==================== block 1
### Wiring by layer, block 1

(1.5 px per um) Only two layers are drawn.
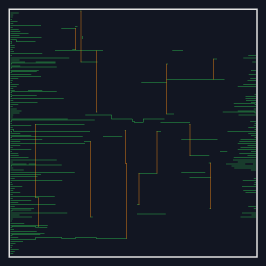

## src/rtl/alu_arbiter.sv

```systemverilog
// alu_arbiter: shares one registered 32-bit ALU between two requesters.
// Grants are round-robin by default; defining ALU_ARB_FIXED_PRIO_EN makes
// requester 0 win every conflict instead. Each accepted request passes through
// an issue register (p1), follows the ALU's output register (p2), and its result
// lands in that requester's response FIFO. Per-requester credits cap the number
// of requests in flight at RSP_DEPTH, so a FIFO can never overflow.
module alu_arbiter #(
  parameter int RSP_DEPTH = 2
) (
  input  logic        clk_i,
  input  logic        rst_i,
  input  logic        req0_valid_i,
  output logic        req0_ready_o,
  input  logic [3:0]  req0_op_i,
  input  logic [31:0] req0_a_i,
  input  logic [31:0] req0_b_i,
  input  logic        req1_valid_i,
  output logic        req1_ready_o,
  input  logic [3:0]  req1_op_i,
  input  logic [31:0] req1_a_i,
  input  logic [31:0] req1_b_i,
  output logic        rsp0_valid_o,
  input  logic        rsp0_ready_i,
  output logic [31:0] rsp0_data_o,
  output logic        rsp1_valid_o,
  input  logic        rsp1_ready_i,
  output logic [31:0] rsp1_data_o,
  output logic [3:0]  alu_op_o,
  output logic [31:0] alu_a_o,
  output logic [31:0] alu_b_o,
  input  logic [31:0] alu_data_i,
  output logic        busy_o
);
  localparam int DATA_W = 32;
  localparam int CNT_W  = $clog2(RSP_DEPTH + 1);
  localparam int PTR_W  = (RSP_DEPTH > 1) ? $clog2(RSP_DEPTH) : 1;
  localparam logic [CNT_W-1:0] DEPTH_C  = CNT_W'(RSP_DEPTH);
  localparam logic [PTR_W-1:0] PTR_LAST = PTR_W'(RSP_DEPTH - 1);

  logic [CNT_W-1:0]  credit [2];
  logic [CNT_W-1:0]  count  [2];
  logic [PTR_W-1:0]  wr_ptr [2];
  logic [PTR_W-1:0]  rd_ptr [2];
  logic [DATA_W-1:0] mem    [2][RSP_DEPTH];
  logic [1:0]        elig, gnt, push, pop, rsp_valid, rsp_ready;
  logic              vld_p1, id_p1, vld_p2, id_p2;
  logic [3:0]        op_p1;
  logic [DATA_W-1:0] a_p1, b_p1;

  // FIFO pointers wrap at RSP_DEPTH, which need not be a power of two.
  function automatic logic [PTR_W-1:0] ptr_next(input logic [PTR_W-1:0] p);
    return (p == PTR_LAST) ? '0 : p + 1'b1;
  endfunction

  // A requester may be granted only while it holds a free credit.
  always_comb begin
    elig[0] = req0_valid_i && (credit[0] < DEPTH_C);
    elig[1] = req1_valid_i && (credit[1] < DEPTH_C);
  end

`ifdef ALU_ARB_FIXED_PRIO_EN
  // Requester 0 wins every conflict; requester 1 only gets idle slots.
  always_comb begin
    gnt = 2'b00;
    if (!rst_i) begin
      gnt[0] = elig[0];
      gnt[1] = elig[1] && !elig[0];
    end
  end
`else
  logic last;

  // On a conflict the requester not granted most recently wins.
  always_comb begin
    gnt = 2'b00;
    if (!rst_i) begin
      gnt[0] = elig[0] && (!elig[1] || last);
      gnt[1] = elig[1] && (!elig[0] || !last);
    end
  end

  // Remember who was granted last; starting at 1 lets requester 0 win first.
  always_ff @(posedge clk_i) begin
    if (rst_i) last <= 1'b1;
    else if (gnt[0]) last <= 1'b0;
    else if (gnt[1]) last <= 1'b1;
  end
`endif

  assign req0_ready_o = gnt[0];
  assign req1_ready_o = gnt[1];

  // p0 -> p1 -> p2: stage valids, cleared by reset.
  always_ff @(posedge clk_i) begin
    if (rst_i) begin
      vld_p1 <= 1'b0;
      vld_p2 <= 1'b0;
    end else begin
      vld_p1 <= |gnt;
      vld_p2 <= vld_p1;
    end
  end

  // p0 -> p1: capture the granted request; p1 -> p2: carry its owner id.
  always_ff @(posedge clk_i) begin
    if (|gnt) begin
      id_p1 <= gnt[1];
      op_p1 <= gnt[1] ? req1_op_i : req0_op_i;
      a_p1  <= gnt[1] ? req1_a_i  : req0_a_i;
      b_p1  <= gnt[1] ? req1_b_i  : req0_b_i;
    end
    id_p2 <= id_p1;
  end

  assign alu_op_o = vld_p1 ? op_p1 : '0;
  assign alu_a_o  = vld_p1 ? a_p1  : '0;
  assign alu_b_o  = vld_p1 ? b_p1  : '0;

  // p2: alu_data_i belongs to the request tracked by id_p2.
  assign push      = {vld_p2 && id_p2, vld_p2 && !id_p2};
  assign rsp_valid = {count[1] != '0, count[0] != '0};
  assign rsp_ready = {rsp1_ready_i, rsp0_ready_i};
  assign pop       = rsp_valid & rsp_ready;

  // FIFO occupancy, pointers and credits; push and pop may coincide.
  always_ff @(posedge clk_i) begin
    if (rst_i) begin
      for (int n = 0; n < 2; n++) begin
        count[n]  <= '0;
        credit[n] <= '0;
        wr_ptr[n] <= '0;
        rd_ptr[n] <= '0;
      end
    end else begin
      for (int n = 0; n < 2; n++) begin
        if (push[n]) wr_ptr[n] <= ptr_next(wr_ptr[n]);
        if (pop[n])  rd_ptr[n] <= ptr_next(rd_ptr[n]);
        if (push[n] && !pop[n])      count[n] <= count[n] + 1'b1;
        else if (pop[n] && !push[n]) count[n] <= count[n] - 1'b1;
        if (gnt[n] && !pop[n])       credit[n] <= credit[n] + 1'b1;
        else if (pop[n] && !gnt[n])  credit[n] <= credit[n] - 1'b1;
      end
    end
  end

  // Result storage; contents are only meaningful below the occupancy count.
  always_ff @(posedge clk_i) begin
    for (int n = 0; n < 2; n++) begin
      if (push[n]) mem[n][wr_ptr[n]] <= alu_data_i;
    end
  end

  assign rsp0_valid_o = rsp_valid[0];
  assign rsp1_valid_o = rsp_valid[1];
  assign rsp0_data_o  = rsp_valid[0] ? mem[0][rd_ptr[0]] : '0;
  assign rsp1_data_o  = rsp_valid[1] ? mem[1][rd_ptr[1]] : '0;
  assign busy_o       = vld_p1 || vld_p2 || (|rsp_valid);

  a_no_overflow0: assert property (@(posedge clk_i) disable iff (rst_i)
    !(push[0] && !pop[0] && (count[0] == DEPTH_C)));
  a_no_overflow1: assert property (@(posedge clk_i) disable iff (rst_i)
    !(push[1] && !pop[1] && (count[1] == DEPTH_C)));
endmodule
```

## config.mk

```make
export PLATFORM = sky130hd
export DESIGN_NAME = alu_arbiter
export DESIGN_NICKNAME = d
export VERILOG_FILES = /design/src/rtl/alu_arbiter.sv
export SDC_FILE = /design/constraint.sdc
export NUM_CORES = 1
export LEC_CHECK = 0
export CAP_MARGIN = 20
export CORE_UTILIZATION = 35
export DETAILED_ROUTE_END_ITERATION = 12
export PLACE_DENSITY_LB_ADDON = 0.1
export SYNTH_ARGS = -nofsm -noshare
export SYNTH_HDL_FRONTEND = slang
export SYNTH_SLANG_ARGS = --single-unit
```

## constraint.sdc

```tcl
create_clock -name clk_i -period 6.63 [get_ports clk_i]
set_clock_uncertainty 0.2 [all_clocks]
set_input_delay 0.9945 -clock clk_i [delete_from_list [all_inputs] [get_ports clk_i]]
set_output_delay 0.9945 -clock clk_i [all_outputs]
set_load 0.02 [all_outputs]
```

==================== block 2
===== src/rtl/uart_tx_arb.sv =====
// rtl/uart_tx_arb.sv - two-requester round-robin arbiter in front of a shared UART transmitter
// Optional watchdog on the tx_busy handshake: define UART_ARB_TIMEOUT_EN.
module uart_tx_arb #(
    parameter int CLK_FREQ = 50000000,
    parameter int UART_BPS = 115200
) (
    input  logic       sys_clk,
    input  logic       sys_rst,
    input  logic       req0,
    input  logic [7:0] data0,
    output logic       gnt0,
    input  logic       req1,
    input  logic [7:0] data1,
    output logic       gnt1,
    output logic       tx_start,
    output logic [7:0] tx_data,
    input  logic       tx_busy,
    output logic       arb_busy,
`ifdef UART_ARB_TIMEOUT_EN
    output logic       err_timeout,
`endif
    output logic       last_gnt
);

    typedef enum logic [1:0] {
        IDLE,
        LAUNCH,
        WAIT_BUSY,
        WAIT_DONE
    } state_t;

    state_t state;
    logic   win;

    // Under contention the requester that did not win last time goes next.
    assign win      = (req0 & req1) ? ~last_gnt : req1;
    assign arb_busy = (state != IDLE);

`ifdef UART_ARB_TIMEOUT_EN
    localparam int TO_CYCLES = 12 * CLK_FREQ / UART_BPS;
    localparam int TO_W      = $clog2(TO_CYCLES + 1);

    logic [TO_W-1:0] to_cnt;
    logic            to_expired;

    assign to_expired = (to_cnt == TO_W'(TO_CYCLES - 1));
`endif

    always_ff @(posedge sys_clk) begin
        if (sys_rst) begin
            state    <= IDLE;
            tx_start <= 1'b0;
            gnt0     <= 1'b0;
            gnt1     <= 1'b0;
            tx_data  <= 8'h00;
            last_gnt <= 1'b1;
`ifdef UART_ARB_TIMEOUT_EN
            to_cnt      <= '0;
            err_timeout <= 1'b0;
`endif
        end else begin
            tx_start <= 1'b0;
            gnt0     <= 1'b0;
            gnt1     <= 1'b0;
`ifdef UART_ARB_TIMEOUT_EN
            to_cnt <= (state == WAIT_BUSY || state == WAIT_DONE) ? to_cnt + 1'b1 : '0;
`endif
            case (state)
                IDLE: begin
                    // Pulses are registered here so they appear during the LAUNCH cycle.
                    if (req0 | req1) begin
                        state    <= LAUNCH;
                        tx_start <= 1'b1;
                        gnt0     <= ~win;
                        gnt1     <= win;
                        tx_data  <= win ? data1 : data0;
                        last_gnt <= win;
                    end
                end
                LAUNCH: begin
                    state <= WAIT_BUSY;
`ifdef UART_ARB_TIMEOUT_EN
                    to_cnt <= '0;
`endif
                end
                WAIT_BUSY: begin
`ifdef UART_ARB_TIMEOUT_EN
                    if (to_expired) begin
                        state       <= IDLE;
                        err_timeout <= 1'b1;
                        to_cnt      <= '0;
                    end else if (tx_busy) begin
                        state  <= WAIT_DONE;
                        to_cnt <= '0;
                    end
`else
                    if (tx_busy) begin
                        state <= WAIT_DONE;
                    end
`endif
                end
                WAIT_DONE: begin
`ifdef UART_ARB_TIMEOUT_EN
                    if (to_expired) begin
                        state       <= IDLE;
                        err_timeout <= 1'b1;
                        to_cnt      <= '0;
                    end else if (!tx_busy) begin
                        state  <= IDLE;
                        to_cnt <= '0;
                    end
`else
                    if (!tx_busy) begin
                        state <= IDLE;
                    end
`endif
                end
                default: state <= IDLE;
            endcase
        end
    end

endmodule


===== config.mk =====
export PLATFORM = sky130hd
export DESIGN_NAME = uart_tx_arb
export DESIGN_NICKNAME = d
export VERILOG_FILES = /design/src/rtl/uart_tx_arb.sv
export SDC_FILE = /design/constraint.sdc
export NUM_CORES = 1
export LEC_CHECK = 0
export CAP_MARGIN = 20
export CORE_MARGIN = 2
export CORE_UTILIZATION = 40
export CTS_CLUSTER_DIAMETER = 80
export DETAILED_ROUTE_END_ITERATION = 10
export PLACE_DENSITY_LB_ADDON = 0.15
export SYNTH_ARGS = -nofsm -noshare
export SYNTH_HDL_FRONTEND = slang
export SYNTH_SLANG_ARGS = --single-unit

===== constraint.sdc =====
create_clock -name sys_clk -period 2.3 [get_ports sys_clk]
set_input_delay 0.46 -clock sys_clk [delete_from_list [all_inputs] [get_ports sys_clk]]
set_output_delay 0.46 -clock sys_clk [all_outputs]
set_load 0.005 [all_outputs]

### Pin placement, block 1

(3 px per um) Pins as bars across the die edge, other pins in grey.
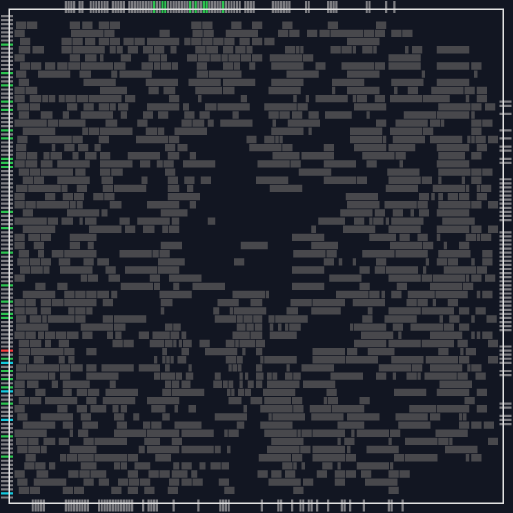
[req0_op_i] cyan | pins: 4 | direction: input | edge: west
[req1_a_i] green | pins: 32 | direction: input | edge: 24 west, 8 north
[req0_ready_o] red | pins: 1 | direction: output | edge: west
all pins by edge: 119 west, 80 north, 57 east, 55 south
IO Port Bufs: 310
die outline height: 164 um
die outline width: 164 um

About 'Wiring by layer' of block 1:
[metal 4] orange | wire length: 428 um
[metal 3] green | wire length: 2,270 um

==> Flow_metrics.wiki, block 1 <==
=== Synthesis and place and route ===
{| class="wikitable"
! Metric !! Value
|-
| Startpoint type of the worst setup path || register
|-
| Share of final-layout standard cells stronger than drive strength 1 || 13.3%
|-
| Placed wire-length estimate || 15,900 um
|-
| Seq_cells || 213
|-
| Net count of the finished layout || 1,083
|-
| Clock-pin slew of the registers on the worst-case setup and hold paths || 0.06 ns
|-
| Master of the slowest instance on the critical path || sky130_fd_sc_hd__nor2_4
|-
| Pin slew with the least headroom to its limit || 0.963 ns
|-
| Synthesized registers || 213
|-
| Final weighted congestion of routability-driven global placement || 0.759
|-
| Result of the run || complete, no violations
|-
| Worst Hold Endpoint || id_p2
|-
| Reg area || 0.00636 sq mm
|-
| Fraction of synthesis flops using an asynchronous set or reset pin || 0%
|-
| R2R Path End || a_p1[14]
|-
| Total inserted antenna cells || 0
|-
| Proportion of netlist area held by the largest area contributor || 68.2%
|-
| Combinational cell fraction of total power || 27.0%
|-
| Worst reg2reg setup slack || 3.98 ns
|-
| P_comb || 1.06 mW
|-
| Flip-flop and latch share of the layout cell area || 47.4%
|-
| Finished Layout Cells || 1,255
|-
| Setup slack after layout || 2.50 ns
|-
| Number of iterations in the first detailed-routing pass || 4
|-
| Max capacitance violation total || 0
|-
| Count of unresolved DRC violations after routing || 0
|-
| Critical path cell sequence || nor2_4 > inv_1 > or4_1 > clkdlybuf4s50_1
|}
==> block 1: worst reg2reg max path, cell delays in order, from the launching register on <==
cell                       delay, ns
sky130_fd_sc_hd__edfxtp_1       0.42
sky130_fd_sc_hd__nand2b_4       0.18
sky130_fd_sc_hd__a21oi_4        0.18
sky130_fd_sc_hd__nor2b_4        0.19
sky130_fd_sc_hd__buf_4          0.72
sky130_fd_sc_hd__mux2_2         0.51
==> block 1: worst max path at each step <==
stage | slack [ns] | cells past startpoint | to | startpoint
finish | 2.50 | 4 | busy_o | count[0][0]
global route | 2.34 | 4 | busy_o | count[0][0]
CTS | 2.41 | 4 | busy_o | count[0][0]
detailed placement | 2.83 | 5 | req0_ready_o | req0_valid_i
global placement | 2.82 | 5 | req0_ready_o | req0_valid_i
floorplan | 1.66 | 3 | a_p1[0] | rst_i
==> block 1: flip-flops by register name, summed over array words and instances, names as in the netlist <==
name	count
rd_ptr	2
wr_ptr	2
a_p1	32
op_p1	4
b_p1	32
last	1
id_p1	1
vld_p1	1
mem	128
count	4
credit	4
vld_p2	1
id_p2	1
### Placement view, block 2

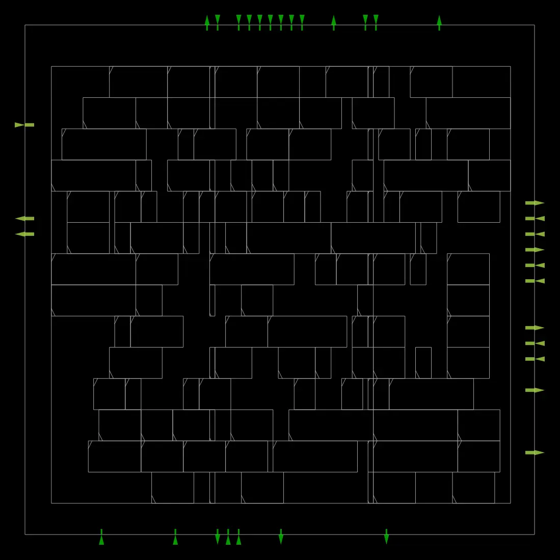
Std-Cell Core Area: 0.00152 sq mm
post-layout util: 66.7%
flip-flop and latch share of the layout cell area: 27.6%
seq_cells: 14

==> Flow_metrics.wiki, block 2 <==
=== Synthesis and place and route ===
{| class="wikitable"
! Metric !! Value
|-
| Placement row count || 14
|-
| Power density over the cells || 1000 mW/mm^2
|-
| WP data arrival || 1.53 ns
|-
| Top logic cells by instance count in the layout || sky130_fd_sc_hd__clkdlybuf4s50_1 (33), sky130_fd_sc_hd__dfxtp_1 (14), sky130_fd_sc_hd__nor2_1 (11)
|-
| Total inserted antenna cells || 0
|-
| Syn-to-layout area delta || 55.7%
|-
| Resize count post-CTS || 0
|-
| Length of routed met3 wiring || 92 um
|-
| Total Routing Usage GR || 18.2%
|-
| Critical path buffer and inverter count || 3
|-
| Worst Hold Endpoint || tx_data[4]
|-
| Origin of the worst setup path || state[1]
|-
| Hold path depth || 2
|-
| Sort of element at the end of the critical path || primary output
|-
| Result of the run || complete, no violations
|-
| Initial antenna violation count || 0
|-
| Peak supply drop || 0.000533 V
|-
| Post-synthesis sequential area ratio || 42.9%
|-
| Global-route met1 utilization || 20.0%
|-
| Minimum setup slack after placement || 0.356 ns
|-
| Hold Buf Count CTS || 0
|-
| Netlist Area Pre-Place || 653 sq um
|-
| Critical path class || register to primary output
|}
block 2: layout make-up:
type / instances / share of cell area, %
multi-input combinational: 52 / 33.3
timing repair buffer: 33 / 32.5
sequential: 14 / 27.6
clock buffer: 4 / 3.57
tap: 16 / 1.97
inverter: 3 / 1.11
block 2: power by group:
part	internal, mW	switching [mW]	total [mW]	leakage (nW)
clock network	0.0965	0.0788	0.175	0.0210
registers	0.320	0.0475	0.368	0.116
logic	0.264	0.214	0.479	0.278
block 2: per-stage QoR:
stage | power [mW] | utilization [%] | hold WS [ns]
2_1_floorplan | 0.642 | - | 0.469
3_3_place_gp | 0.845 | 64.4 | 0.482
3_5_place_dp | 0.856 | 64.4 | 0.496
4_1_cts | 1.04 | 66.7 | 0.508
5_1_grt | 1.10 | 66.7 | 0.541
6_report | 1.02 | 66.7 | 0.504
block 2: sequential cells by signal, summed over array words and instances (netlist names):
register	flops
tx_data	8
state	2
gnt0	1
gnt1	1
last_gnt	1
tx_start	1
block 2: cells by family after synthesis:
family	count (synthesis)	synth area share (%)
buf+inv	6	5.17
fa+ha+maj	3	5.75
compound gates	24	28.7
flops	14	42.9
mux	2	3.07
simple gates	23	14.4

==> gallery <==
Nets reached from selected ports.
shot_01.png
(6 px per um)
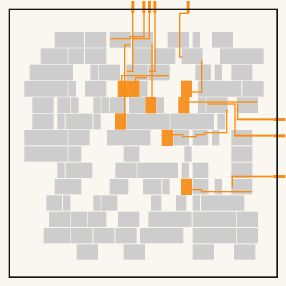
shot_02.png
(1.5 px per um)
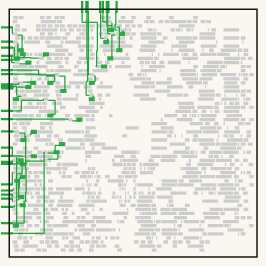
Block 2 is shot_01.png.
Block 1 is shot_02.png.
The one with the largest die is shot_02.png.



==> notes/layouts.md <==
Pictures saved along the way, in no particular order.

The metal 2 layer.
(a)
(3 px per um)
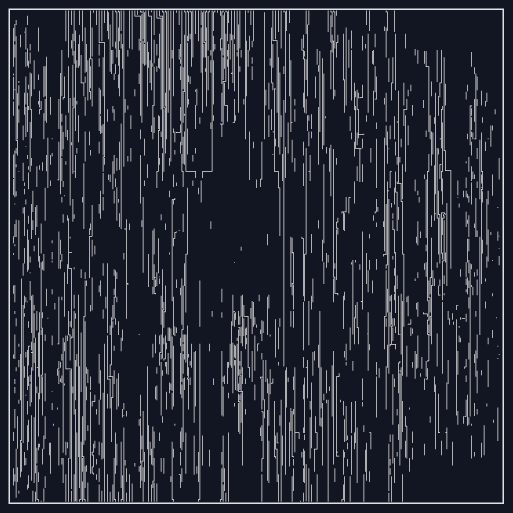
(b)
(12 px per um)
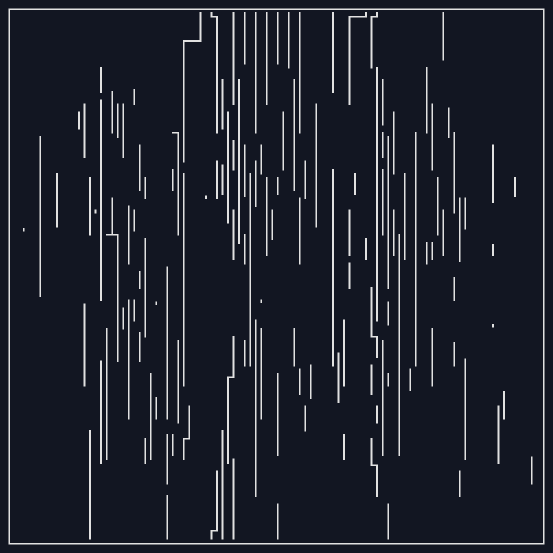
(a): block 1
(b): block 2
The one with the largest die is (a).

Power is estimated from default activity; no workload was simulated.
